# block 1

==> block_1/metal_stack.png <==
Scale: 4 px per um.
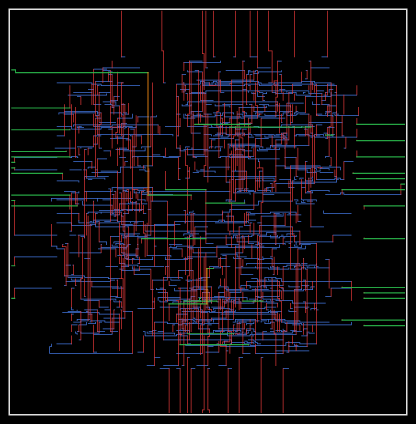

==> src/rtl/branch_resolver_if.sv <==
// Branch resolver bus: prediction issue, resolution, predictor training
// and status/statistics outputs. master = core side, slave = resolver.
interface branch_resolver_if;
  logic        pred_valid;
  logic        pred_taken;
  logic        resolve_valid;
  logic        actual_taken;
  logic        update_valid;
  logic        update_taken;
  logic        mispredict;
  logic        full;
  logic        empty;
  logic [3:0]  occupancy;
  logic [15:0] mispredict_count;
  logic [15:0] resolved_count;
  logic        error;

  modport master (
    output pred_valid, pred_taken,
    output resolve_valid, actual_taken,
    input  update_valid, update_taken,
    input  mispredict, full, empty,
    input  occupancy, mispredict_count,
    input  resolved_count, error
  );

  modport slave (
    input  pred_valid, pred_taken,
    input  resolve_valid, actual_taken,
    output update_valid, update_taken,
    output mispredict, full, empty,
    output occupancy, mispredict_count,
    output resolved_count, error
  );
endinterface

==> src/rtl/branch_resolver.sv <==
// Branch resolver: circular FIFO of in-flight predictions, training strobe,
// mispredict flush and counters. Ports: clk, rst (sync high), bus (slave).
module branch_resolver #(
  parameter int DEPTH = 4
) (
  input logic             clk,
  input logic             rst,
  branch_resolver_if.slave bus
);

  localparam int PW = $clog2(DEPTH);
  localparam logic [PW-1:0] LAST = PW'(DEPTH - 1);

  logic          mem [DEPTH];
  logic [PW-1:0] head;
  logic [PW-1:0] tail;
  logic [3:0]    occ;
  logic          full;
  logic          empty;
  logic          push;
  logic          pop;
  logic          ovf;
  logic          udf;
  logic          miss;

  logic          upd_v;
  logic          upd_t;
  logic          mis_p;
  logic [15:0]   mis_cnt;
  logic [15:0]   res_cnt;
  logic          err;

  function automatic logic [PW-1:0] nxt(
    input logic [PW-1:0] p
  );
    return (p == LAST) ? '0 : p + 1'b1;
  endfunction

  assign full  = (occ == 4'(DEPTH));
  assign empty = (occ == 4'd0);

  always_comb begin
    push = bus.pred_valid && !full;
    ovf  = bus.pred_valid && full;
    pop  = bus.resolve_valid && !empty;
    udf  = bus.resolve_valid && empty;
    miss = pop && (mem[head] != bus.actual_taken);
  end

  // Storage is never reset; it is only read while occupied.
  always_ff @(posedge clk) begin
    if (!rst && push && !miss)
      mem[tail] <= bus.pred_taken;
  end

  always_ff @(posedge clk) begin
    if (rst) begin
      head <= '0;
      tail <= '0;
      occ  <= '0;
    end else if (miss) begin
      // Flush: younger entries and any same-cycle push are wrong-path.
      head <= tail;
      occ  <= '0;
    end else begin
      if (push)
        tail <= nxt(tail);
      if (pop)
        head <= nxt(head);
      occ <= occ + {3'b0, push} - {3'b0, pop};
    end
  end

  always_ff @(posedge clk) begin
    if (rst) begin
      upd_v   <= 1'b0;
      upd_t   <= 1'b0;
      mis_p   <= 1'b0;
      mis_cnt <= '0;
      res_cnt <= '0;
      err     <= 1'b0;
    end else begin
      upd_v <= pop;
      mis_p <= miss;
      if (pop)
        upd_t <= bus.actual_taken;
      if (pop && res_cnt != 16'hFFFF)
        res_cnt <= res_cnt + 16'd1;
      if (miss && mis_cnt != 16'hFFFF)
        mis_cnt <= mis_cnt + 16'd1;
      if (ovf || udf)
        err <= 1'b1;
    end
  end

  assign bus.update_valid     = upd_v;
  assign bus.update_taken     = upd_t;
  assign bus.mispredict       = mis_p;
  assign bus.full             = full;
  assign bus.empty            = empty;
  assign bus.occupancy        = occ;
  assign bus.mispredict_count = mis_cnt;
  assign bus.resolved_count   = res_cnt;
  assign bus.error            = err;

endmodule

==> src/flat_wrapper.sv <==
// flat-port wrapper written by rule: the top's interface ports become plain ports
module branch_resolver_flat 
#(
  parameter int DEPTH = 4
)
  (clk, rst, bus_pred_valid, bus_pred_taken, bus_resolve_valid, bus_actual_taken, bus_update_valid, bus_update_taken, bus_mispredict, bus_full, bus_empty, bus_occupancy, bus_mispredict_count, bus_resolved_count, bus_error);
  branch_resolver_if bus_i ();
  input logic clk;
  input logic rst;
  input wire logic [$bits(bus_i.pred_valid)-1:0] bus_pred_valid;
  input wire logic [$bits(bus_i.pred_taken)-1:0] bus_pred_taken;
  input wire logic [$bits(bus_i.resolve_valid)-1:0] bus_resolve_valid;
  input wire logic [$bits(bus_i.actual_taken)-1:0] bus_actual_taken;
  output wire logic [$bits(bus_i.update_valid)-1:0] bus_update_valid;
  output wire logic [$bits(bus_i.update_taken)-1:0] bus_update_taken;
  output wire logic [$bits(bus_i.mispredict)-1:0] bus_mispredict;
  output wire logic [$bits(bus_i.full)-1:0] bus_full;
  output wire logic [$bits(bus_i.empty)-1:0] bus_empty;
  output wire logic [$bits(bus_i.occupancy)-1:0] bus_occupancy;
  output wire logic [$bits(bus_i.mispredict_count)-1:0] bus_mispredict_count;
  output wire logic [$bits(bus_i.resolved_count)-1:0] bus_resolved_count;
  output wire logic [$bits(bus_i.error)-1:0] bus_error;
  assign bus_i.pred_valid = bus_pred_valid;
  assign bus_i.pred_taken = bus_pred_taken;
  assign bus_i.resolve_valid = bus_resolve_valid;
  assign bus_i.actual_taken = bus_actual_taken;
  assign bus_update_valid = bus_i.update_valid;
  assign bus_update_taken = bus_i.update_taken;
  assign bus_mispredict = bus_i.mispredict;
  assign bus_full = bus_i.full;
  assign bus_empty = bus_i.empty;
  assign bus_occupancy = bus_i.occupancy;
  assign bus_mispredict_count = bus_i.mispredict_count;
  assign bus_resolved_count = bus_i.resolved_count;
  assign bus_error = bus_i.error;
  branch_resolver #(.DEPTH(DEPTH)) u_core (.clk(clk), .rst(rst), .bus(bus_i));
endmodule
==> config.mk <==
export PLATFORM = sky130hd
export DESIGN_NAME = branch_resolver_flat
export DESIGN_NICKNAME = d
export VERILOG_FILES = /design/src/rtl/branch_resolver_if.sv /design/src/rtl/branch_resolver.sv /design/src/flat_wrapper.sv
export SDC_FILE = /design/constraint.sdc
export NUM_CORES = 1
export LEC_CHECK = 0
export ABC_AREA = 1
export CAP_MARGIN = 40
export CORE_AREA = 10 10 89 91
export DETAILED_ROUTE_END_ITERATION = 12
export DIE_AREA = 0 0 99 101
export PLACE_DENSITY_LB_ADDON = 0.2
export SLEW_MARGIN = 20
export SYNTH_ARGS = -nofsm -noshare
export SYNTH_HDL_FRONTEND = slang
export SYNTH_SLANG_ARGS = --single-unit
==> constraint.sdc <==
create_clock -name clk -period 2.01 [get_ports clk]
set_input_delay 0.402 -clock clk [delete_from_list [all_inputs] [get_ports clk]]
set_output_delay 0.402 -clock clk [all_outputs]
set_load 0.02 [all_outputs]
# block 2

===== config.mk =====
export PLATFORM = sky130hd
export DESIGN_NAME = cmp_run_tracker
export DESIGN_NICKNAME = d
export VERILOG_FILES = /design/src/rtl/cmp_run_tracker.sv
export SDC_FILE = /design/constraint.sdc
export NUM_CORES = 1
export LEC_CHECK = 0
export ABC_AREA = 1
export CORE_ASPECT_RATIO = 1.5
export CORE_UTILIZATION = 40
export CTS_BUF_LIST = sky130_fd_sc_hd__clkbuf_4 sky130_fd_sc_hd__clkbuf_8
export DETAILED_ROUTE_END_ITERATION = 6
export HOLD_SLACK_MARGIN = 0.05
export PLACE_DENSITY = 0.69
export SLEW_MARGIN = 20
export SYNTH_ARGS = -nofsm -noshare
export SYNTH_HDL_FRONTEND = slang
export SYNTH_SLANG_ARGS = --single-unit

===== constraint.sdc =====
create_clock -name clk -period 4.1 [get_ports clk]
set_clock_uncertainty 0.05 [all_clocks]
set_input_delay 0.82 -clock clk [delete_from_list [all_inputs] [get_ports clk]]
set_output_delay 0.82 -clock clk [all_outputs]
set_load 0.02 [all_outputs]

===== src/rtl/cmp_run_tracker.sv =====
// Match-run tracker: 2-flop sync (+ optional CMP_GLITCH_FILTER_EN filter), run FSM, 1-entry output register.
// run_valid rises 3 edges after z_in samples low; on stall the newer result is dropped and drop_flag sticks.
module cmp_run_tracker #(
  parameter int RUN_W = 8,
  parameter int CNT_W = 16
`ifdef CMP_GLITCH_FILTER_EN
  , parameter int FILTER_LEN = 3
`endif
) (
  input  logic             clk,
  input  logic             rst_n,
  input  logic             z_in,
  input  logic             clear,
  output logic [RUN_W-1:0] run_len,
  output logic             run_valid,
  input  logic             run_ready,
  output logic [CNT_W-1:0] match_cnt,
  output logic             match_now,
  output logic             drop_flag
);

  typedef enum logic {IDLE, RUN} state_t;

  localparam logic [RUN_W-1:0] RUN_MAX = '1;

  logic             z_m, z_s, z_lvl;
  state_t           state, state_nxt;
  logic [RUN_W-1:0] run_cnt, run_cnt_nxt;
  logic [CNT_W-1:0] match_cnt_nxt;
  logic             emit;

  // Sync flops are deliberately untouched by clear.
  always_ff @(posedge clk or negedge rst_n) begin
    if (!rst_n) begin
      z_m <= 1'b0;
      z_s <= 1'b0;
    end else begin
      z_m <= z_in;
      z_s <= z_m;
    end
  end

`ifdef CMP_GLITCH_FILTER_EN
  logic       z_f;
  logic [3:0] flt_cnt;

  // Same delay on rising and falling edges keeps run length intact.
  always_ff @(posedge clk or negedge rst_n) begin
    if (!rst_n) begin
      z_f     <= 1'b0;
      flt_cnt <= 4'd0;
    end else if (z_s == z_f) begin
      flt_cnt <= 4'd0;
    end else if (flt_cnt == 4'(FILTER_LEN - 1)) begin
      z_f     <= z_s;
      flt_cnt <= 4'd0;
    end else begin
      flt_cnt <= flt_cnt + 4'd1;
    end
  end

  assign z_lvl = z_f;
`else
  assign z_lvl = z_s;
`endif

  assign match_now = z_lvl;

  always_ff @(posedge clk or negedge rst_n) begin
    if (!rst_n) begin
      state     <= IDLE;
      run_cnt   <= '0;
      match_cnt <= '0;
    end else begin
      state     <= state_nxt;
      run_cnt   <= run_cnt_nxt;
      match_cnt <= match_cnt_nxt;
    end
  end

  always_comb begin
    state_nxt     = state;
    run_cnt_nxt   = run_cnt;
    match_cnt_nxt = match_cnt;
    emit          = 1'b0;
    if (clear) begin
      state_nxt     = IDLE;
      run_cnt_nxt   = '0;
      match_cnt_nxt = '0;
    end else begin
      case (state)
        IDLE: begin
          if (z_lvl) begin
            state_nxt     = RUN;
            run_cnt_nxt   = RUN_W'(1);
            match_cnt_nxt = match_cnt + CNT_W'(1);
          end
        end
        RUN: begin
          if (z_lvl) begin
            if (run_cnt != RUN_MAX) run_cnt_nxt = run_cnt + RUN_W'(1);
          end else begin
            state_nxt = IDLE;
            emit      = 1'b1;
          end
        end
        default: state_nxt = IDLE;
      endcase
    end
  end

  // A transfer and a fresh emit in the same cycle reload without a valid gap.
  always_ff @(posedge clk or negedge rst_n) begin
    if (!rst_n) begin
      run_len   <= '0;
      run_valid <= 1'b0;
      drop_flag <= 1'b0;
    end else if (clear) begin
      run_len   <= '0;
      run_valid <= 1'b0;
      drop_flag <= 1'b0;
    end else if (emit) begin
      if (!run_valid || run_ready) begin
        run_len   <= run_cnt;
        run_valid <= 1'b1;
      end else begin
        drop_flag <= 1'b1;
      end
    end else if (run_valid && run_ready) begin
      run_valid <= 1'b0;
    end
  end

endmodule

# block 3

<file path="src/rtl/gin_leak_scheduler.sv">
// gin_leak_scheduler: sweeps every neuron's gin through the shared leak
// datapath once per timestep, one neuron per cycle, writing back in place.
module gin_leak_scheduler #(
  parameter int INTEGER_WIDTH   = 16,
  parameter int DATA_WIDTH_FRAC = 32,
  parameter int DATA_WIDTH      = INTEGER_WIDTH + DATA_WIDTH_FRAC,
  parameter int DELTAT_WIDTH    = 4,
  parameter int NEURON_WIDTH    = 11
) (
  input  logic                     Clock,
  input  logic                     Reset,
  input  logic                     Start,
  input  logic [NEURON_WIDTH:0]    NeuronCount,
  input  logic [DELTAT_WIDTH-1:0]  DeltaT,
  input  logic [INTEGER_WIDTH-1:0] Taugin,
  output logic                     Busy,
  output logic                     Done,
  output logic                     ParamError,
  output logic                     GinRdEn,
  output logic [NEURON_WIDTH-1:0]  GinRdAddr,
  input  logic [DATA_WIDTH-1:0]    GinRdData,
  output logic                     GinWrEn,
  output logic [NEURON_WIDTH-1:0]  GinWrAddr,
  output logic [DATA_WIDTH-1:0]    GinWrData,
  output logic [DATA_WIDTH-1:0]    LeakGin,
  output logic [DELTAT_WIDTH-1:0]  LeakDeltaT,
  output logic [INTEGER_WIDTH-1:0] LeakTaugin,
  input  logic [DATA_WIDTH-1:0]    LeakGinOut
);

  typedef enum logic [1:0] {
    IDLE  = 2'd0,
    RUN   = 2'd1,
    DRAIN = 2'd2,
    DONE  = 2'd3
  } state_t;

  localparam logic [NEURON_WIDTH:0]   CNT_ONE  = 1;
  localparam logic [NEURON_WIDTH-1:0] ADDR_ONE = 1;

  state_t                  state_q;
  state_t                  state_d;
  logic [NEURON_WIDTH:0]   cnt_q;
  logic                    vb_q;
  logic [NEURON_WIDTH-1:0] ab_q;
  logic                    go;
  logic                    last;
  logic                    issue;

  // Next-state logic; a start with no work or a zero time constant
  // completes immediately without touching the RAM.
  always_comb begin
    state_d = state_q;
    go      = 1'b0;
    last    = ({1'b0, GinRdAddr} == (cnt_q - CNT_ONE));
    issue   = (state_q == RUN) && !last;
    unique case (state_q)
      IDLE: begin
        if (Start) begin
          if ((NeuronCount != '0) && (Taugin != '0)) begin
            go      = 1'b1;
            state_d = RUN;
          end else begin
            state_d = DONE;
          end
        end
      end
      RUN:     if (last) state_d = DRAIN;
      DRAIN:   if (!vb_q) state_d = DONE;
      DONE:    state_d = IDLE;
      default: state_d = IDLE;
    endcase
  end

  // State register.
  always_ff @(posedge Clock or negedge Reset) begin
    if (!Reset) state_q <= IDLE;
    else        state_q <= state_d;
  end

  // Status flags, latched sweep parameters and read issue (stage A).
  always_ff @(posedge Clock or negedge Reset) begin
    if (!Reset) begin
      Busy       <= 1'b0;
      Done       <= 1'b0;
      ParamError <= 1'b0;
      cnt_q      <= '0;
      LeakDeltaT <= '0;
      LeakTaugin <= '0;
      GinRdEn    <= 1'b0;
      GinRdAddr  <= '0;
    end else begin
      Busy    <= (state_d == RUN) || (state_d == DRAIN);
      Done    <= (state_d == DONE);
      GinRdEn <= go || issue;
      if ((state_q == IDLE) && Start) begin
        ParamError <= (Taugin == '0);
        cnt_q      <= NeuronCount;
        LeakDeltaT <= DeltaT;
        LeakTaugin <= Taugin;
      end
      if (go)         GinRdAddr <= '0;
      else if (issue) GinRdAddr <= GinRdAddr + ADDR_ONE;
    end
  end

  // Stage B valid/address, then stage C write-back of the leak result.
  always_ff @(posedge Clock or negedge Reset) begin
    if (!Reset) begin
      vb_q      <= 1'b0;
      ab_q      <= '0;
      GinWrEn   <= 1'b0;
      GinWrAddr <= '0;
      GinWrData <= '0;
    end else begin
      vb_q      <= GinRdEn;
      ab_q      <= GinRdAddr;
      GinWrEn   <= vb_q;
      GinWrAddr <= ab_q;
      if (vb_q) GinWrData <= LeakGinOut;
    end
  end

  assign LeakGin = vb_q ? GinRdData : '0;

endmodule

</file>
<file path="config.mk">
export PLATFORM = sky130hd
export DESIGN_NAME = gin_leak_scheduler
export DESIGN_NICKNAME = d
export VERILOG_FILES = /design/src/rtl/gin_leak_scheduler.sv
export SDC_FILE = /design/constraint.sdc
export NUM_CORES = 1
export LEC_CHECK = 0
export CORE_ASPECT_RATIO = 1.4
export CORE_MARGIN = 3
export CORE_UTILIZATION = 39
export CTS_CLUSTER_DIAMETER = 60
export DETAILED_ROUTE_END_ITERATION = 10
export GPL_TIMING_DRIVEN = 0
export PLACE_DENSITY = 0.9
export SKIP_CTS_REPAIR_TIMING = 1
export SLEW_MARGIN = 20
export SYNTH_ARGS = -nofsm -noshare
export SYNTH_HDL_FRONTEND = slang
export SYNTH_SLANG_ARGS = --single-unit
</file>
<file path="constraint.sdc">
create_clock -name Clock -period 4.1 [get_ports Clock]
set_input_delay 0.82 -clock Clock [delete_from_list [all_inputs] [get_ports Clock]]
set_output_delay 0.82 -clock Clock [all_outputs]
set_load 0.005 [all_outputs]
</file>
# block 4

`src/rtl/prog_clk_div_pkg.sv`:
```
// Shared types and helpers for the DFE clock-divider blocks.
package dfe_clk_pkg;

   localparam int CNT_W_DEF = 8;

   typedef enum logic {STOPPED = 1'b0, RUN = 1'b1} state_e;

   // Number of high cycles per period; D=1 stays high continuously.
   function automatic logic [31:0] div_high_len(input logic [31:0] d);
      return (d == 32'd1) ? 32'd1 : (d >> 1);
   endfunction

endpackage

```
`src/rtl/prog_clk_div_if.sv`:
```
// Control/status bundle between a ratio programmer and prog_clk_div.
interface prog_clk_div_if #(
   parameter int CNT_W = dfe_clk_pkg::CNT_W_DEF
);
   logic             en;
   logic [CNT_W-1:0] div_val;
   logic             div_load;
   logic             div_busy;
   logic             div_err;
   logic [CNT_W-1:0] div_active;
   logic             clk_out;
   logic             clk_en_pulse;

   modport master (
      output en, div_val, div_load,
      input  div_busy, div_err, div_active, clk_out, clk_en_pulse
   );

   modport slave (
      input  en, div_val, div_load,
      output div_busy, div_err, div_active, clk_out, clk_en_pulse
   );
endinterface

```
`src/rtl/prog_clk_div_ratio_reg.sv`:
```
// Pending/active divide-ratio registers with zero-reject and busy tracking.
module div_ratio_reg
   import dfe_clk_pkg::*;
#(
   parameter int CNT_W       = CNT_W_DEF,
   parameter int DEFAULT_DIV = 3
) (
   input  logic             clk_in,
   input  logic             rst_n,
   input  logic             i_load,
   input  logic [CNT_W-1:0] i_val,
   input  logic             i_bound,
   output logic             o_busy,
   output logic             o_err,
   output logic [CNT_W-1:0] o_active
);

   logic [CNT_W-1:0] r_pend;
   logic [CNT_W-1:0] r_active;
   logic             r_busy;
   logic             r_err;
   logic             w_apply;
   logic             w_zero;

   assign w_zero  = (i_val == '0);
   // Only a value already pending before this edge can be applied here.
   assign w_apply = i_bound && r_busy;

   always_ff @(posedge clk_in or negedge rst_n) begin
      if (!rst_n) begin
         r_pend   <= CNT_W'(DEFAULT_DIV);
         r_active <= CNT_W'(DEFAULT_DIV);
         r_busy   <= 1'b0;
         r_err    <= 1'b0;
      end else begin
         r_err <= i_load && w_zero;
         if (w_apply)
            r_active <= r_pend;
         if (i_load && !w_zero) begin
            r_pend <= i_val;
            r_busy <= 1'b1;
         end else if (w_apply) begin
            r_busy <= 1'b0;
         end
      end
   end

   assign o_busy   = r_busy;
   assign o_err    = r_err;
   assign o_active = r_active;

endmodule

```
`src/rtl/prog_clk_div.sv`:
```
// Runtime-programmable integer clock divider: registered divided clock plus
// a one-cycle enable strobe at the start of every output period.
module prog_clk_div
   import dfe_clk_pkg::*;
#(
   parameter int CNT_W       = CNT_W_DEF,
   parameter int DEFAULT_DIV = 3
) (
   input  logic           clk_in,
   input  logic           rst_n,
   prog_clk_div_if.slave  bus
);

   state_e           r_state;
   logic [CNT_W-1:0] r_cnt;
   logic             r_clk_out;
   logic             r_pulse;

   logic [CNT_W-1:0] w_active;
   logic [CNT_W-1:0] w_cnt_inc;
   logic [31:0]      w_hi;
   logic             w_last;
   logic             w_bound;

   assign w_cnt_inc = r_cnt + CNT_W'(1);
   assign w_hi      = div_high_len(32'(w_active));
   assign w_last    = (r_cnt == w_active - CNT_W'(1));
   // New ratios land either while idle or on the edge that closes a period.
   assign w_bound   = (r_state == STOPPED) || w_last;

   div_ratio_reg #(
      .CNT_W       (CNT_W),
      .DEFAULT_DIV (DEFAULT_DIV)
   ) u_ratio (
      .clk_in   (clk_in),
      .rst_n    (rst_n),
      .i_load   (bus.div_load),
      .i_val    (bus.div_val),
      .i_bound  (w_bound),
      .o_busy   (bus.div_busy),
      .o_err    (bus.div_err),
      .o_active (w_active)
   );

   // Counter=0 always drives clk_out high (H>=1 for every legal D), so the
   // freshly applied ratio only matters from the second cycle on.
   always_ff @(posedge clk_in or negedge rst_n) begin
      if (!rst_n) begin
         r_state   <= STOPPED;
         r_cnt     <= '0;
         r_clk_out <= 1'b0;
         r_pulse   <= 1'b0;
      end else if (r_state == STOPPED) begin
         r_cnt     <= '0;
         r_clk_out <= bus.en;
         r_pulse   <= bus.en;
         if (bus.en)
            r_state <= RUN;
      end else if (w_last) begin
         r_cnt     <= '0;
         r_clk_out <= bus.en;
         r_pulse   <= bus.en;
         if (!bus.en)
            r_state <= STOPPED;
      end else begin
         r_cnt     <= w_cnt_inc;
         r_clk_out <= (32'(w_cnt_inc) < w_hi);
         r_pulse   <= 1'b0;
      end
   end

   assign bus.div_active   = w_active;
   assign bus.clk_out      = r_clk_out;
   assign bus.clk_en_pulse = r_pulse;

endmodule

```
`src/flat_wrapper.sv`:
```
// flat-port wrapper written by rule: the top's interface ports become plain ports
module prog_clk_div_flat import dfe_clk_pkg::*;
#(
   parameter int CNT_W       = CNT_W_DEF,
   parameter int DEFAULT_DIV = 3
)
  (clk_in, rst_n, bus_en, bus_div_val, bus_div_load, bus_div_busy, bus_div_err, bus_div_active, bus_clk_out, bus_clk_en_pulse);
  prog_clk_div_if #(.CNT_W(CNT_W)) bus_i ();
  input  logic clk_in;
  input  logic rst_n;
  input wire logic [$bits(bus_i.en)-1:0] bus_en;
  input wire logic [$bits(bus_i.div_val)-1:0] bus_div_val;
  input wire logic [$bits(bus_i.div_load)-1:0] bus_div_load;
  output wire logic [$bits(bus_i.div_busy)-1:0] bus_div_busy;
  output wire logic [$bits(bus_i.div_err)-1:0] bus_div_err;
  output wire logic [$bits(bus_i.div_active)-1:0] bus_div_active;
  output wire logic [$bits(bus_i.clk_out)-1:0] bus_clk_out;
  output wire logic [$bits(bus_i.clk_en_pulse)-1:0] bus_clk_en_pulse;
  assign bus_i.en = bus_en;
  assign bus_i.div_val = bus_div_val;
  assign bus_i.div_load = bus_div_load;
  assign bus_div_busy = bus_i.div_busy;
  assign bus_div_err = bus_i.div_err;
  assign bus_div_active = bus_i.div_active;
  assign bus_clk_out = bus_i.clk_out;
  assign bus_clk_en_pulse = bus_i.clk_en_pulse;
  prog_clk_div #(.CNT_W(CNT_W), .DEFAULT_DIV(DEFAULT_DIV)) u_core (.clk_in(clk_in), .rst_n(rst_n), .bus(bus_i));
endmodule
```
`config.mk`:
```
export PLATFORM = sky130hd
export DESIGN_NAME = prog_clk_div_flat
export DESIGN_NICKNAME = d
export VERILOG_FILES = /design/src/rtl/prog_clk_div_pkg.sv /design/src/rtl/prog_clk_div_if.sv /design/src/rtl/prog_clk_div_ratio_reg.sv /design/src/rtl/prog_clk_div.sv /design/src/flat_wrapper.sv
export SDC_FILE = /design/constraint.sdc
export NUM_CORES = 1
export LEC_CHECK = 0
export CORE_MARGIN = 5
export CORE_UTILIZATION = 48
export DETAILED_ROUTE_END_ITERATION = 10
export GPL_ROUTABILITY_DRIVEN = 0
export GPL_TIMING_DRIVEN = 0
export PLACE_DENSITY_LB_ADDON = 0.2
export SYNTH_ARGS = -nofsm -noshare
export SYNTH_HDL_FRONTEND = slang
export SYNTH_HIERARCHICAL = 1
export SYNTH_SLANG_ARGS = --single-unit
export TNS_END_PERCENT = 10
```
`constraint.sdc`:
```
create_clock -name clk_in -period 2.53 [get_ports clk_in]
set_clock_uncertainty 0.05 [all_clocks]
set_input_delay 0.253 -clock clk_in [delete_from_list [all_inputs] [get_ports clk_in]]
set_output_delay 0.253 -clock clk_in [all_outputs]
set_load 0.005 [all_outputs]
```

## Gallery

Clock wires, drivers and flops.
Plate I
Scale: 2 px per um.
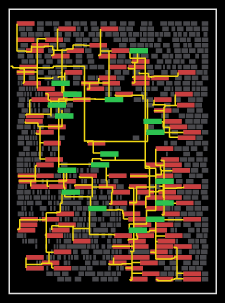
Plate II
Scale: 3 px per um.
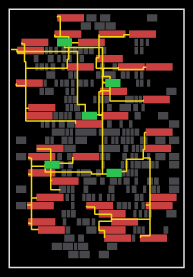
Plate III
Scale: 4 px per um.
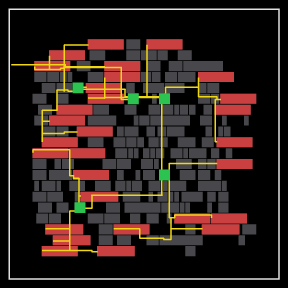
Plate IV
Scale: 3 px per um.
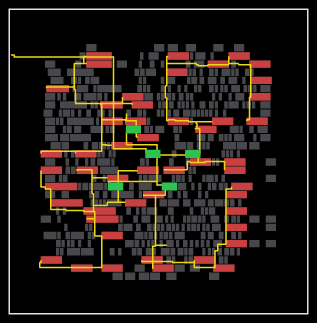
- Plate III = block 4
- Plate II = block 2
- Plate IV = block 1
- Plate I = block 3

Key to Plate IV:
- clock wires: yellow (length 617 um)
- flip-flops: red (count 50)
- cells driving clock nets: green (count 5)
- routed clock nets: 6

==> block_1/final_congestion.png <==
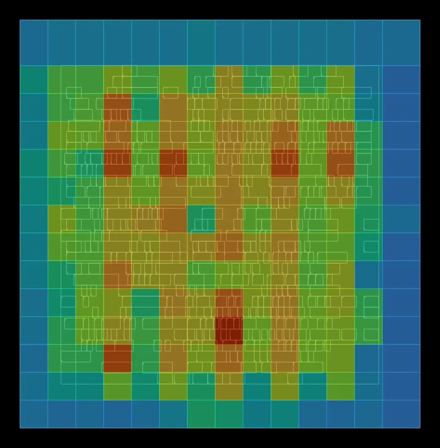
met1 Use GR: 15.0%
Most Crowded Layer GR: met2
routed len/inst: 12.1 um
gr usage total: 12.8%
met3 usage: 4.46%

## Picture notes: block_1/metal_stack.png
- met3: green (wire length 433 um)
- met1: blue (wire length 2980 um)
- met4: orange (wire length 39.4 um)
- met2: red (wire length 2990 um)

==> results.py, block 1 <==
# Synthesis and PnR figures
metrics = {
    "layout": {
        "fin_cells": 534,
        "flop-count": 50,
        "mostFrequentLayoutCell": "nand2_1",
        "buffer_area_share_pct": 15.3,
        "utilization_pct": 58.4,
        "biggestCellCategory": "combinational gates",
        "comb_cells": 293,
        "area_growth_pct": 25.7,
        "nNonClkBuffers": 58,
    },
    "final_timing": {
        "relSlewSlack_pct": 76.0,
        "period_used_pct": 93.6,
        "min_period_ns": 1.88,
    },
    "pwr": {
        "leakage_nw": 1.42,
        "powerComb_mw": 1.55,
        "ir_worst_vdd_v": 0.000933,
    },
    "yosys": {
        "ys_top_cells_by_count": "nand2_1, nor2_1, dfxtp_1",
        "logic_family": "simple AND/OR/NAND/NOR gates",
        "yosys_warnings": 0,
        "ff_type": "dfxtp_1",
    },
    "clock_network": {
        "cts_root_buf": "clkbuf_8",
    },
    "setup_path": {
        "crit_fanout": 3,
        "critical_path_buf_inv_count": 4,
        "regToRegSetupSlack_ns": 0.13,
    },
    "run_status": {
        "outcome": "finished, final reports clean",
    },
    "routing": {
        "wl_met3_um": 433,
    },
}
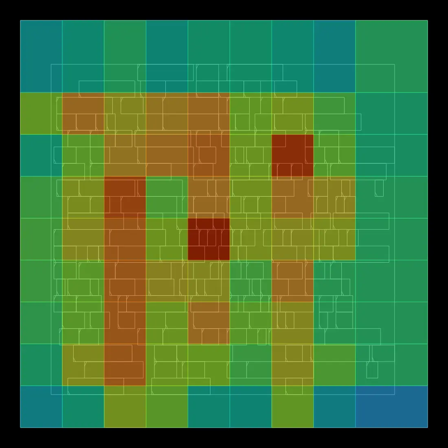
(block_4/final_congestion.png)
met1 Use GR: 21.4%
met3 usage: 5.40%
final core occ: 67.2%
M2 GR Usage: 28.1%
routed len/inst: 15.1 um

==> results.py, block 4 <==
# Synthesis and PnR figures
metrics = {
    "setup_path": {
        "crit_path_start": "u_core/u_ratio/o_active[0]",
        "required_ns": 2.69,
        "worstPathCellList": "inv_2, ha_4, xnor2_1, a211o_1, a311o_1, o41ai_4, buf_6, nand2_8, mux2_2",
        "critical_path_buf_inv_count": 2,
    },
    "die": {
        "placementRows": 20,
        "die-area_sq_um": 4500,
    },
    "pwr": {
        "p_clk_mw": 0.399,
        "power.density_nw_per_um2": 449,
        "p_clk_share_pct": 43.0,
        "pg_seq_mw": 0.484,
    },
    "hold_path": {
        "min_to": "u_core/u_ratio/o_err",
    },
    "layout": {
        "fillers": 254,
        "n_clock_buffer": 7,
        "nNonClkBuffers": 34,
        "buffer_area_share_pct": 14.7,
        "inv_count": 11,
    },
    "yosys": {
        "ys_top_cells_by_count": "dfrtp_1, inv_1, ha_1, xnor2_1",
        "syn_avg_cell_area_sq_um": 11.2,
        "top_area_share_pct": 40.0,
        "logic_family": "simple AND/OR/NAND/NOR gates",
        "synth_async_sr_flop_share_pct": 100,
        "synthAdderAreaFrac_pct": 7.20,
    },
    "clock_network": {
        "cts.repair.resized": 8,
    },
    "run_status": {
        "outcome": "finished, final reports clean",
    },
}
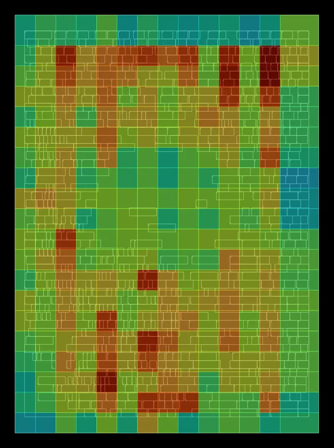
(block_3/final_congestion.png)
met1 Use GR: 24.8%
met3 usage: 6.44%
Most Crowded Layer GR: met2

==> results.py, block 3 <==
# Synthesis and PnR figures
metrics = {
    "clock_network": {
        "clkLatencyLatePin_ns": 0.41,
        "numCtsBuffers": 17,
    },
    "setup_path": {
        "worstPathCellList": "inv_1, ha_1, or3b_1, or4_4, o21ai_0, a311oi_2, nor4_4, nand2b_1, o311ai_1, ha_1",
        "crit_path_start": "cnt_q[0]",
        "crit_path_end": "Busy",
        "end_kind": "register",
        "timing.rr.end": "Busy",
        "crit_slowest_cell": "nor4_4",
        "startpoint_type": "register",
    },
    "die": {
        "core_sq_um": 12600,
        "ioPinCount": 274,
    },
    "pwr": {
        "powerComb_mw": 1.95,
        "power_frac_seq_pct": 34.2,
    },
    "layout": {
        "final-clk-cell-share_pct": 7.18,
        "lay_top_cells": "clkdlybuf4s50_1, dfrtp_1, nand2_1",
    },
    "global_routing": {
        "gr-usage-all-layers_pct": 22.1,
    },
    "hold_path": {
        "whs_path_depth": 0,
        "min_to": "GinWrAddr[8]",
    },
    "flow_run": {
        "maxCapViolations": 0,
    },
    "run_status": {
        "outcome": "finished, final reports clean",
    },
    "yosys": {
        "netlist_area_sq_um": 5100,
        "synth-edff-count": 0,
        "ys_area_sq_um": 5100,
        "ys.flops": 121,
        "synth_async_sr_flop_share_pct": 100,
    },
    "final_timing": {
        "hold-worst-slack_ns": 0.347,
        "worstMarginPinSlew_ns": 0.595,
    },
    "routing": {
        "maxUsedRoutingLayer": "met4",
    },
}
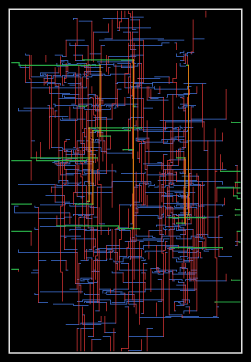
(block_2/metal_stack.png)
Scale: 4 px per um.
- met3: green (wire length 191 um)
- met4: orange (wire length 150 um)
- met1: blue (wire length 1690 um)
- met2: red (wire length 2030 um)
routed len/inst: 13.1 um
gr usage total: 18.3%
Routed WL: 4.06 mm

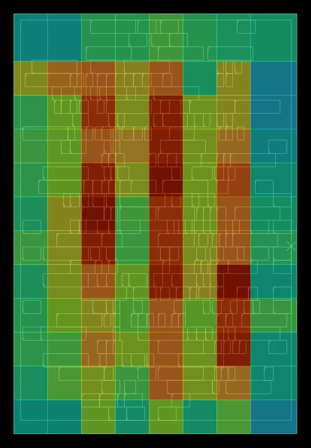
(block_2/final_congestion.png)
M2 GR Usage: 31.0%
met3 usage: 4.07%
final core occ: 51.3%
met1 Use GR: 21.1%

==> results.py, block 2 <==
# Synthesis and PnR figures
metrics = {
    "final_timing": {
        "period_used_pct": 56.7,
        "rsz0062_at_grt": "no",
        "setup_viol": 0,
        "fin_ws_ns": 1.78,
        "slew_violations": 0,
        "finalHoldViolCount": 0,
        "min_period_ns": 2.32,
    },
    "setup_path": {
        "timing.rr.end": "run_cnt[6]",
        "cpPeakStageDelay_ns": 0.49,
        "end_kind": "register",
        "worstPathCellList": "clkdlybuf4s50_1, inv_2, nand2_4, inv_1, nand3_1, nand2_2, inv_1, a21boi_1",
    },
    "routing": {
        "wl_met3_um": 191,
        "wl_met2_mm": 2.03,
        "via_count": 1604,
        "drc": 1,
    },
    "yosys": {
        "synthAoiAreaFrac_pct": 10.5,
        "yosysUniqueCellTypes": 26,
        "yosys_warnings": 0,
        "ys_sh_mux_pct": 0,
        "ys.flops": 37,
        "ys_seq_share_pct": 49.7,
        "netlist_area_sq_um": 1860,
        "yosys.area_share.xor_xnor_pct": 0.940,
        "synthSimpleGateAreaFrac_pct": 30.6,
        "top_cells_by_area": "dfrtp_1, nand2_1, inv_1",
        "synth_async_sr_flop_share_pct": 100,
        "syn_avg_cell_area_sq_um": 8.28,
        "ys_cells": 225,
        "top_area_share_pct": 49.7,
        "netlist_instances": 225,
        "ys_top_cells_by_count": "nand2_1, dfrtp_1, inv_1",
        "ff_type": "dfrtp_1",
    },
    "pwr": {
        "p_sw_mw": 0.162,
        "internal_power_mw": 0.525,
        "leakage_nw": 1.04,
        "powerComb_mw": 0.0473,
        "power.density_nw_per_um2": 298,
        "power_frac_seq_pct": 54.7,
    },
    "die": {
        "die-area_sq_um": 4940,
        "die_h_um": 85.6,
    },
    "global_routing": {
        "grt-ovfl-total": 0,
        "grt_pass1_wl_mm": 6.92,
    },
    "run_status": {
        "outcome": "finished with violations",
        "violations": "DRC",
    },
    "layout": {
        "final-clk-cell-share_pct": 3.90,
        "fillers": 435,
        "reg_top3": "match_cnt: 16 flops, run_cnt: 8 flops, run_len: 8 flops",
        "nNonClkBuffers": 31,
        "inv_count": 32,
        "nNetsFinal": 268,
        "comb_cells": 154,
        "seq_area_share_pct": 40.1,
        "n_clock_buffer": 7,
    },
    "clock_network": {
        "clk_path_buf_depth": 2,
        "cts_root_buf": "clkbuf_8",
    },
    "placement": {
        "port_buffers": 31,
    },
}

# block 5

==> block_5/metal_stack.png <==
Scale: 3 px per um.
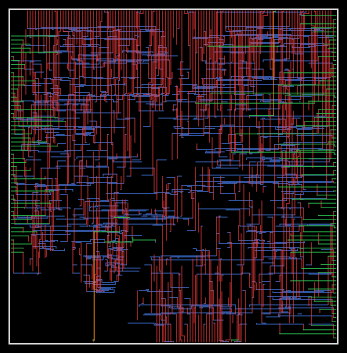

<file path="config.mk">
export PLATFORM = sky130hd
export DESIGN_NAME = imem_arbiter
export DESIGN_NICKNAME = d
export VERILOG_FILES = /design/src/rtl/riscv_pkg.sv /design/src/rtl/imem_arbiter.sv
export SDC_FILE = /design/constraint.sdc
export NUM_CORES = 1
export LEC_CHECK = 0
export CAP_MARGIN = 0
export CORE_AREA = 4 4 105 107
export DETAILED_ROUTE_END_ITERATION = 7
export DIE_AREA = 0 0 109 111
export PLACE_DENSITY = 0.68
export SETUP_SLACK_MARGIN = 0.3
export SYNTH_ARGS = -nofsm -noshare
export SYNTH_HDL_FRONTEND = slang
export SYNTH_SLANG_ARGS = --single-unit
</file>
<file path="constraint.sdc">
create_clock -name clk_i -period 2.7 [get_ports clk_i]
set_input_delay 0.81 -clock clk_i [delete_from_list [all_inputs] [get_ports clk_i]]
set_output_delay 0.81 -clock clk_i [all_outputs]
set_load 0.05 [all_outputs]
</file>
<file path="src/rtl/riscv_pkg.sv">
// Shared core definitions: base address width, arbiter state encoding and
// fetch-side command constants.
package riscv_pkg;

    localparam int XLEN = 32;

    localparam int          FETCH_WIDTH = 32;
    localparam logic [3:0]  FETCH_BE    = 4'hF;
    localparam logic [31:0] NOP_INSTR   = 32'h0000_0013;

    typedef enum logic {
        ARB_FETCH = 1'b0,
        ARB_LOAD  = 1'b1
    } arb_state_e;

endpackage

</file>
<file path="src/rtl/imem_arbiter.sv">
// Instruction-memory port arbiter between instruction fetch and the program
// loader. Fetch has priority; a starvation counter forces a loader grant.
module imem_arbiter
    import riscv_pkg::*;
#(
    parameter int MaxWait = 8,
    parameter int AddrW   = XLEN
) (
    input  logic             clk_i,
    input  logic             rstn_i,

    input  logic             f_req_i,
    input  logic [AddrW-1:0] f_addr_i,
    input  logic             f_flush_i,
    output logic             f_gnt_o,
    output logic             f_rvalid_o,
    output logic [31:0]      f_rdata_o,

    input  logic             l_req_i,
    input  logic             l_we_i,
    input  logic             l_lock_i,
    input  logic [AddrW-1:0] l_addr_i,
    input  logic [31:0]      l_wdata_i,
    input  logic [3:0]       l_be_i,
    output logic             l_gnt_o,
    output logic             l_rvalid_o,
    output logic [31:0]      l_rdata_o,

    output logic             mem_req_o,
    output logic             mem_we_o,
    output logic [AddrW-1:0] mem_addr_o,
    output logic [31:0]      mem_wdata_o,
    output logic [3:0]       mem_be_o,
    input  logic             mem_gnt_i,
    input  logic [31:0]      mem_rdata_i
);

    localparam logic [7:0] MAX_WAIT_C = 8'(MaxWait);

    arb_state_e state_q, state_d;
    logic [7:0] cnt_q, cnt_d;
    logic       pend_q, pend_d;
    logic       owner_q, owner_d;   // 1 = loader owns the outstanding read
    logic       starved;
    logic       sel_f, sel_l;

    always_comb begin
        sel_f       = 1'b0;
        sel_l       = 1'b0;
        starved     = l_req_i && (cnt_q >= MAX_WAIT_C);
        state_d     = state_q;
        mem_req_o   = 1'b0;
        mem_we_o    = 1'b0;
        mem_addr_o  = '0;
        mem_wdata_o = '0;
        mem_be_o    = '0;

        // Nothing is presented while reset is held.
        if (rstn_i) begin
            if (state_q == ARB_FETCH) begin
                if (f_req_i && !starved) begin
                    sel_f = 1'b1;
                end else if (l_req_i) begin
                    sel_l = 1'b1;
                end
            end else begin
                sel_l = l_req_i;
            end
        end

        f_gnt_o = sel_f && mem_gnt_i;
        l_gnt_o = sel_l && mem_gnt_i;

        if (sel_f) begin
            mem_req_o   = 1'b1;
            mem_we_o    = 1'b0;
            mem_addr_o  = f_addr_i;
            mem_wdata_o = '0;
            mem_be_o    = FETCH_BE;
        end else if (sel_l) begin
            mem_req_o   = 1'b1;
            mem_we_o    = l_we_i;
            mem_addr_o  = l_addr_i;
            mem_wdata_o = l_wdata_i;
            mem_be_o    = l_be_i;
        end

        case (state_q)
            ARB_FETCH: if (l_gnt_o && l_lock_i) state_d = ARB_LOAD;
            ARB_LOAD:  if (!l_lock_i || !l_req_i) state_d = ARB_FETCH;
            default:   state_d = ARB_FETCH;
        endcase

        if (l_gnt_o || !l_req_i) begin
            cnt_d = '0;
        end else if (cnt_q < MAX_WAIT_C) begin
            cnt_d = cnt_q + 8'd1;
        end else begin
            cnt_d = cnt_q;
        end

        // A fetch flushed in its own grant cycle never becomes pending.
        pend_d  = (f_gnt_o && !f_flush_i) || (l_gnt_o && !l_we_i);
        owner_d = l_gnt_o;
    end

    always_ff @(posedge clk_i) begin
        if (!rstn_i) begin
            state_q <= ARB_FETCH;
            cnt_q   <= '0;
            pend_q  <= 1'b0;
            owner_q <= 1'b0;
        end else begin
            state_q <= state_d;
            cnt_q   <= cnt_d;
            pend_q  <= pend_d;
            owner_q <= owner_d;
        end
    end

    assign f_rvalid_o = rstn_i && pend_q && !owner_q && !f_flush_i;
    assign l_rvalid_o = rstn_i && pend_q && owner_q;
    assign f_rdata_o  = f_rvalid_o ? mem_rdata_i : 32'h0;
    assign l_rdata_o  = l_rvalid_o ? mem_rdata_i : 32'h0;

endmodule

</file>
# block 6

$ cat config.mk
export PLATFORM = sky130hd
export DESIGN_NAME = uart_tx_cfg_flat
export DESIGN_NICKNAME = d
export VERILOG_FILES = /design/src/rtl/uart_pkg.sv /design/src/rtl/uart_tx_cfg_if.sv /design/src/rtl/uart_tx_fifo.sv /design/src/rtl/uart_tx_cfg.sv /design/src/flat_wrapper.sv
export SDC_FILE = /design/constraint.sdc
export NUM_CORES = 1
export LEC_CHECK = 0
export ABC_AREA = 1
export CAP_MARGIN = 10
export CORE_MARGIN = 5
export CORE_UTILIZATION = 62
export DETAILED_ROUTE_END_ITERATION = 8
export PLACE_DENSITY = 0.84
export RECOVER_POWER = 50
export SLEW_MARGIN = 15
export SYNTH_ARGS = -nofsm -noshare
export SYNTH_HDL_FRONTEND = slang
export SYNTH_SLANG_ARGS = --single-unit
$ cat constraint.sdc
create_clock -name clk -period 5.45 [get_ports clk]
set_clock_uncertainty 0.2 [all_clocks]
set_input_delay 0.8175 -clock clk [delete_from_list [all_inputs] [get_ports clk]]
set_output_delay 0.8175 -clock clk [all_outputs]
set_load 0.01 [all_outputs]
$ cat src/rtl/uart_pkg.sv
// uart_pkg: shared encodings and default parameter values for the UART blocks
package uart_pkg;
  localparam int DEF_MAX_DATA_BITS = 8;
  localparam int DEF_FIFO_DEPTH = 4;
  localparam int DEF_BAUD_PERIOD_BITS = 16;
  typedef enum logic [1:0] {
    PAR_NONE = 2'b00,
    PAR_EVEN = 2'b01,
    PAR_ODD = 2'b10,
    PAR_NONE_ALT = 2'b11
  } parity_t;
  typedef enum logic [2:0] {IDLE, START, DATA, PARITY, STOP} tx_state_t;
endpackage

$ cat src/rtl/uart_tx_cfg_if.sv
// uart_tx_cfg_if: valid/ready write port carrying words into the transmitter
interface uart_tx_cfg_if import uart_pkg::*; #(
  parameter int MAX_DATA_BITS = DEF_MAX_DATA_BITS
);
  logic tx_valid;
  logic [MAX_DATA_BITS-1:0] tx_data;
  logic tx_ready;
  modport master (output tx_valid, output tx_data, input tx_ready);
  modport slave (input tx_valid, input tx_data, output tx_ready);
endinterface

$ cat src/rtl/uart_tx_fifo.sv
// uart_tx_fifo: power-of-two circular FIFO with synchronous clear, shared by tx and rx
module uart_tx_fifo import uart_pkg::*; #(
  parameter int WIDTH = DEF_MAX_DATA_BITS,
  parameter int DEPTH = DEF_FIFO_DEPTH
) (
  input  logic                       clk,
  input  logic                       reset_n,
  input  logic                       clr,
  input  logic                       push,
  input  logic                       pop,
  input  logic [WIDTH-1:0]           din,
  output logic [WIDTH-1:0]           dout,
  output logic                       full,
  output logic                       empty,
  output logic [$clog2(DEPTH+1)-1:0] count
);
  localparam int AW = $clog2(DEPTH);
  localparam int CW = $clog2(DEPTH + 1);
  logic [WIDTH-1:0] mem [DEPTH];
  logic [AW-1:0] wr_ptr, rd_ptr;
  logic do_push, do_pop;
  assign full = count == CW'(DEPTH);
  assign empty = count == '0;
  assign do_push = push && !full;
  assign do_pop = pop && !empty;
  assign dout = mem[rd_ptr];
  always_ff @(posedge clk or negedge reset_n)
    if (!reset_n) begin
      wr_ptr <= '0;
      rd_ptr <= '0;
      count <= '0;
    end else if (clr) begin
      wr_ptr <= '0;
      rd_ptr <= '0;
      count <= '0;
    end else begin
      wr_ptr <= do_push ? wr_ptr + AW'(1) : wr_ptr;
      rd_ptr <= do_pop ? rd_ptr + AW'(1) : rd_ptr;
      count <= count + CW'(do_push) - CW'(do_pop);
    end
  always_ff @(posedge clk)
    if (do_push && !clr) mem[wr_ptr] <= din;
endmodule

$ cat src/rtl/uart_tx_cfg.sv
// uart_tx_cfg: FIFO-buffered UART transmitter with per-frame latched format
module uart_tx_cfg import uart_pkg::*; #(
  parameter int MAX_DATA_BITS = DEF_MAX_DATA_BITS,
  parameter int FIFO_DEPTH = DEF_FIFO_DEPTH,
  parameter int BAUD_PERIOD_BITS = DEF_BAUD_PERIOD_BITS
) (
  input  logic                            clk,
  input  logic                            reset_n,
  input  logic                            sync_reset,
  uart_tx_cfg_if.slave                    tx,
  input  logic [BAUD_PERIOD_BITS-1:0]     baud_rate_period_m1,
  input  logic [3:0]                      cfg_data_bits,
  input  logic [1:0]                      cfg_parity,
  input  logic                            cfg_stop2,
  output logic [$clog2(FIFO_DEPTH+1)-1:0] fifo_count,
  output logic                            tx_active,
  output logic                            TXD
);
  tx_state_t state, state_d;
  logic [BAUD_PERIOD_BITS-1:0] baud_cnt, baud_d;
  logic [3:0] bit_cnt, bit_d, nbits, nb_eff;
  logic [MAX_DATA_BITS-1:0] shreg, fifo_dout, din_m;
  logic par_en, par_bit, stop2, pop, full, empty, bit_end;
  uart_tx_fifo #(.WIDTH(MAX_DATA_BITS), .DEPTH(FIFO_DEPTH)) u_fifo (
    .clk, .reset_n, .clr(sync_reset), .push(tx.tx_valid && tx.tx_ready), .pop,
    .din(tx.tx_data), .dout(fifo_dout), .full, .empty, .count(fifo_count)
  );
  assign tx.tx_ready = !full;
  assign tx_active = state != IDLE;
  assign bit_end = baud_cnt == baud_rate_period_m1;
  assign nb_eff = (cfg_data_bits < 4'd5 || cfg_data_bits > 4'(MAX_DATA_BITS)) ? 4'(MAX_DATA_BITS) : cfg_data_bits;
  // Unsent high bits are cleared so they neither reach the line nor the parity
  assign din_m = fifo_dout & ~({MAX_DATA_BITS{1'b1}} << nb_eff);
  assign TXD = state == START ? 1'b0 : state == DATA ? shreg[0] : state == PARITY ? par_bit : 1'b1;
  always_comb begin
    state_d = state;
    baud_d = (state == IDLE || bit_end) ? '0 : baud_cnt + BAUD_PERIOD_BITS'(1);
    bit_d = bit_cnt;
    pop = 1'b0;
    case (state)
      IDLE: if (!empty) begin
        state_d = START;
        pop = 1'b1;
      end
      START: if (bit_end) begin
        state_d = DATA;
        bit_d = '0;
      end
      DATA: if (bit_end) begin
        state_d = bit_cnt == nbits - 4'd1 ? (par_en ? PARITY : STOP) : DATA;
        bit_d = bit_cnt == nbits - 4'd1 ? '0 : bit_cnt + 4'd1;
      end
      PARITY: if (bit_end) begin
        state_d = STOP;
        bit_d = '0;
      end
      STOP: if (bit_end) begin
        state_d = bit_cnt == {3'b0, stop2} ? (empty ? IDLE : START) : STOP;
        pop = bit_cnt == {3'b0, stop2} && !empty;
        bit_d = bit_cnt + 4'd1;
      end
      default: state_d = IDLE;
    endcase
  end
  always_ff @(posedge clk or negedge reset_n)
    if (!reset_n) begin
      state <= IDLE;
      baud_cnt <= '0;
      bit_cnt <= '0;
      shreg <= '0;
      nbits <= 4'(MAX_DATA_BITS);
      par_en <= 1'b0;
      par_bit <= 1'b0;
      stop2 <= 1'b0;
    end else if (sync_reset) begin
      state <= IDLE;
      baud_cnt <= '0;
      bit_cnt <= '0;
    end else begin
      state <= state_d;
      baud_cnt <= baud_d;
      bit_cnt <= bit_d;
      if (pop) begin
        shreg <= din_m;
        nbits <= nb_eff;
        par_en <= cfg_parity == PAR_EVEN || cfg_parity == PAR_ODD;
        par_bit <= ^din_m ^ (cfg_parity == PAR_ODD);
        stop2 <= cfg_stop2;
      end else if (state == DATA && bit_end) shreg <= shreg >> 1;
    end
endmodule

$ cat src/flat_wrapper.sv
// flat-port wrapper written by rule: the top's interface ports become plain ports
module uart_tx_cfg_flat import uart_pkg::*;
#(
  parameter int MAX_DATA_BITS = DEF_MAX_DATA_BITS,
  parameter int FIFO_DEPTH = DEF_FIFO_DEPTH,
  parameter int BAUD_PERIOD_BITS = DEF_BAUD_PERIOD_BITS
)
  (clk, reset_n, sync_reset, baud_rate_period_m1, cfg_data_bits, cfg_parity, cfg_stop2, fifo_count, tx_active, TXD, tx_tx_valid, tx_tx_data, tx_tx_ready);
  uart_tx_cfg_if #(.MAX_DATA_BITS(MAX_DATA_BITS)) tx_i ();
  input  logic clk;
  input  logic reset_n;
  input  logic sync_reset;
  input  logic [BAUD_PERIOD_BITS-1:0] baud_rate_period_m1;
  input  logic [3:0] cfg_data_bits;
  input  logic [1:0] cfg_parity;
  input  logic cfg_stop2;
  output logic [$clog2(FIFO_DEPTH+1)-1:0] fifo_count;
  output logic tx_active;
  output logic TXD;
  input wire logic [$bits(tx_i.tx_valid)-1:0] tx_tx_valid;
  input wire logic [$bits(tx_i.tx_data)-1:0] tx_tx_data;
  output wire logic [$bits(tx_i.tx_ready)-1:0] tx_tx_ready;
  assign tx_i.tx_valid = tx_tx_valid;
  assign tx_i.tx_data = tx_tx_data;
  assign tx_tx_ready = tx_i.tx_ready;
  uart_tx_cfg #(.MAX_DATA_BITS(MAX_DATA_BITS), .FIFO_DEPTH(FIFO_DEPTH), .BAUD_PERIOD_BITS(BAUD_PERIOD_BITS)) u_core (.clk(clk), .reset_n(reset_n), .sync_reset(sync_reset), .tx(tx_i), .baud_rate_period_m1(baud_rate_period_m1), .cfg_data_bits(cfg_data_bits), .cfg_parity(cfg_parity), .cfg_stop2(cfg_stop2), .fifo_count(fifo_count), .tx_active(tx_active), .TXD(TXD));
endmodule
==> block_5/gate_families.png <==
Scale: 3 px per um.
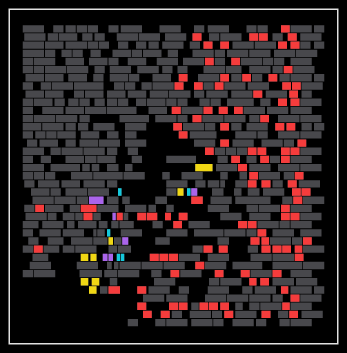
- inverters: cyan (cells 5)
- NOR gates: yellow (cells 8)
- AND and OR gates: red (cells 108)
- NAND gates: purple (cells 6)
Comb area share: 25.0%
Non-Filler Instances: 658

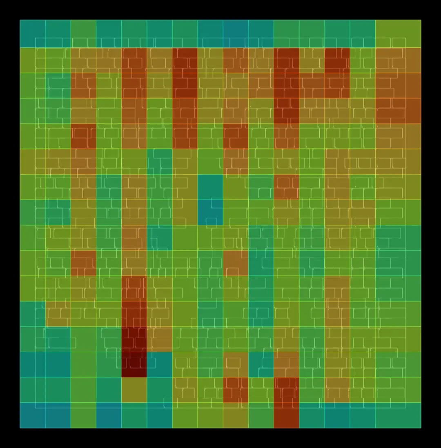
(block_5/final_congestion.png)
final core occ: 71.5%
Most Crowded Layer GR: met2

About block_5/metal_stack.png:
- met2: red (wire length 7460 um)
- met4: orange (wire length 70.7 um)
- met3: green (wire length 1090 um)
- met1: blue (wire length 4440 um)

==> results.py, block 5 <==
# Synthesis and PnR figures
metrics = {
    "run_status": {
        "violations": "setup timing",
        "outcome": "finished with violations",
    },
    "layout": {
        "flop-count": 11,
        "largest_reg_flops": 8,
        "comb_area_sq_um": 1810,
        "nNetsFinal": 665,
        "lay_top_cells": "buf_12, clkdlybuf4s50_1, and2_4",
        "final-clk-cell-share_pct": 0.622,
    },
    "die": {
        "die_h_um": 111,
        "ioPinCount": 278,
        "core_sq_um": 10100,
        "nWellTaps": 136,
    },
    "placement": {
        "port_buffers": 277,
        "dp_hpwl_mm": 10.6,
    },
    "clock_network": {
        "cts_hold_buf": 0,
        "cts_sinks": 11,
        "cts.repair.resized": 75,
        "cts_root_buf": "clkbuf_8",
    },
    "yosys": {
        "synthSimpleGateAreaFrac_pct": 50.2,
        "ys_seq_share_pct": 13.9,
        "netlist_area_sq_um": 1580,
        "syn-num-nets": 348,
        "ys.flops": 11,
        "synth.most_common_cell": "and2_1",
        "synthAdderAreaFrac_pct": 1.58,
        "largest_area_cell": "and2_1",
        "synthAoiAreaFrac_pct": 25.8,
        "ys_sh_mux_pct": 0,
        "logic_family": "simple AND/OR/NAND/NOR gates",
        "yosysUniqueCellTypes": 34,
        "ys_cells": 206,
    },
    "setup_path": {
        "crit_slowest_cell": "or4bb_4",
        "startpoint_type": "input pin",
        "critical_path_buf_inv_count": 5,
        "cpPeakStageDelay_ns": 0.53,
        "crit_family": "buffers and inverters",
        "end_kind": "output port",
        "r2r-start": "cnt_q[7]",
        "crit_arrival_ns": 2.22,
        "reg2reg_depth": 7,
        "worstPathCellList": "buf_6, or4bb_4, o32ai_4, buf_4, buf_6, buf_16, a22o_4, buf_12",
        "crit_fanout": 10,
    },
    "pwr": {
        "powerComb_mw": 1.07,
        "pg_seq_mw": 0.168,
        "power_leader": "combinational logic",
        "ir_worst_vdd_v": 0.000208,
        "power.density_nw_per_um2": 194,
        "internal_power_mw": 0.890,
        "p_comb_share_pct": 76.4,
        "p_sw_mw": 0.513,
    },
    "hold_path": {
        "min_path_type": "reg2reg",
        "whs_path_depth": 1,
    },
    "global_routing": {
        "met3_usage_pct": 4.48,
    },
    "final_timing": {
        "relSlewSlack_pct": 69.7,
        "rsz0062_at_grt": "yes",
        "setup_viol": 72,
        "fin_ws_ns": -0.328,
    },
    "routing": {
        "first_pass_iters": 4,
        "drt_wl_total_mm": 13.1,
    },
}
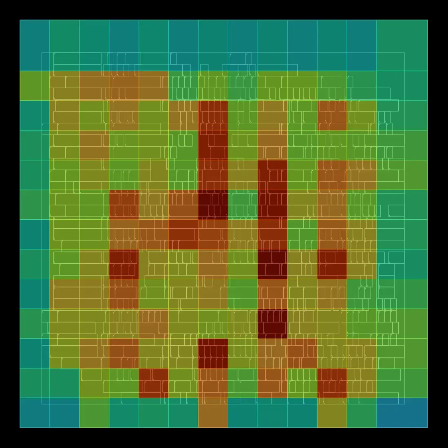
(block_6/final_congestion.png)
routed len/inst: 12.5 um
Most Crowded Layer GR: met2
met1 Use GR: 27.2%
final core occ: 74.5%

==> results.py, block 6 <==
# Synthesis and PnR figures
metrics = {
    "run_status": {
        "outcome": "finished with violations",
        "violations": "capacitance limit, slew limit",
    },
    "routing": {
        "vias_per_cell": 5.19,
        "wl_met2_mm": 4.31,
        "wl_met3_um": 388,
        "first_pass_iters": 6,
    },
    "layout": {
        "fillers": 529,
        "largest_reg_flops": 32,
        "comb_area_sq_um": 1970,
        "mostFrequentLayoutCell": "nand2_1",
        "final_area_sq_um": 5120,
        "antenna_cells": 0,
        "n_clock_buffer": 10,
        "register_area_sq_um": 2090,
        "comb_cells": 403,
    },
    "setup_path": {
        "crit_family": "simple AND/OR/NAND/NOR gates",
        "critical_path_buf_inv_count": 5,
        "crit_arrival_ns": 3.41,
        "r2r-start": "u_core.baud_cnt[2]",
        "cpPeakStageDelay_ns": 0.48,
    },
    "clock_network": {
        "numCtsBuffers": 9,
        "cts_tree": "yes",
        "cts_sinks": 77,
        "cts.repair.resized": 0,
        "cts_hold_buf": 0,
    },
    "yosys": {
        "top_cells_by_area": "dfrtp_1, edfxtp_1, nand2_1",
        "ff_type": "dfrtp_1",
        "ys_area_sq_um": 4440,
        "synth.most_common_cell": "nand2_1",
        "synthAoiAreaFrac_pct": 4.40,
        "yosysUniqueCellTypes": 33,
        "netlist_area_sq_um": 4440,
        "ys_cells": 574,
        "yosys_warnings": 0,
    },
    "final_timing": {
        "setup_tns_ns": 0,
        "worstMarginPinSlew_ns": 1.88,
        "slew_violations": 36,
        "fin_ws_ns": 2.07,
        "relSlewSlack_pct": -25.4,
        "min_period_ns": 3.38,
        "setup_viol": 0,
    },
    "die": {
        "fp-utilization_pct": 64.6,
        "ioPinCount": 41,
        "die-area_sq_um": 8950,
    },
    "pwr": {
        "power.density_nw_per_um2": 446,
        "power_mw": 2.28,
        "internal_power_mw": 1.34,
        "p_sw_mw": 0.939,
        "swShare_pct": 41.2,
    },
    "placement": {
        "dp_hpwl_mm": 6.60,
        "port_buffers": 40,
    },
    "global_routing": {
        "grt_max_degree": 46,
        "grt_pass1_vias": 3538,
    },
    "flow_run": {
        "maxCapViolations": 1,
    },
}


==> layout pictures side by side <==
A small window of the routed layout.
(a)
Window x 61 to 81, y 14 to 34 um. Cells in grey, sequential cells in the stronger grey; small squares are vias.
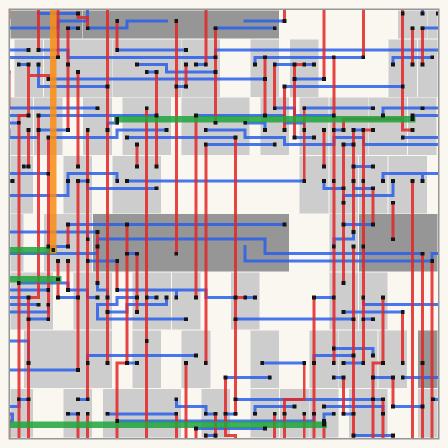
(b)
Window x 33 to 53, y 11 to 31 um. Cells in grey, sequential cells in the stronger grey; small squares are vias.
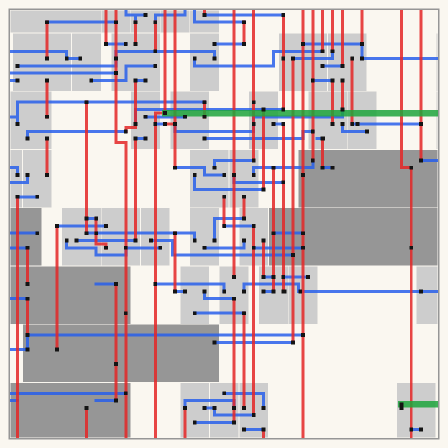
(c)
Window x 67 to 87, y 25 to 45 um. Cells in grey, sequential cells in the stronger grey; small squares are vias.
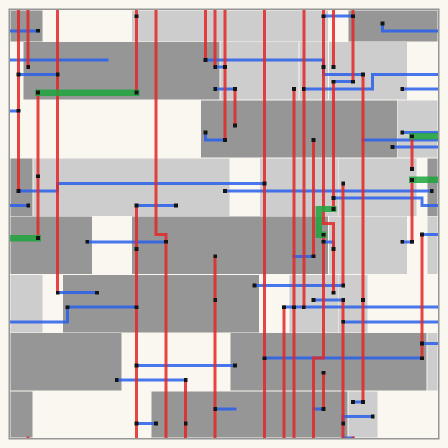
(d)
Window x 40 to 60, y 7 to 27 um. Cells in grey, sequential cells in the stronger grey; small squares are vias.
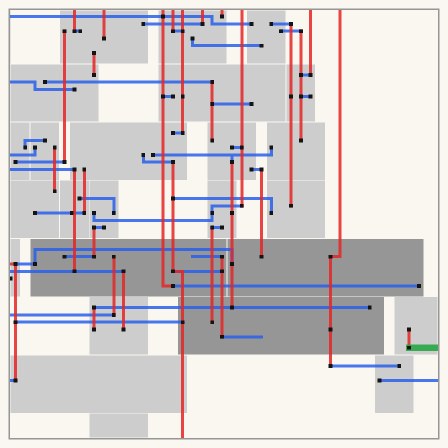
(e)
Window x 64 to 84, y 15 to 35 um. Cells in grey, sequential cells in the stronger grey; small squares are vias.
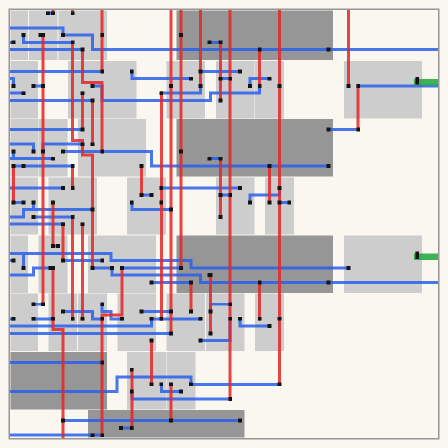
(f)
Window x 72 to 92, y 18 to 38 um. Cells in grey, sequential cells in the stronger grey; small squares are vias.
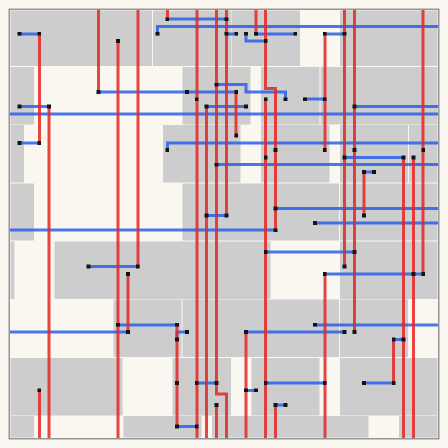
| from | picture |
|---|---|
| block 6 | (a) |
| block 2 | (b) |
| block 5 | (f) |
| block 1 | (e) |
| block 4 | (d) |
| block 3 | (c) |

Key to (f):
- met1: blue
- met2: red
- sequential cells in the window: 0
- most frequent: buf_12 (8), and2_4 (7)
- cells with their middle in the window: 20

Power is estimated from default activity; no workload was simulated.
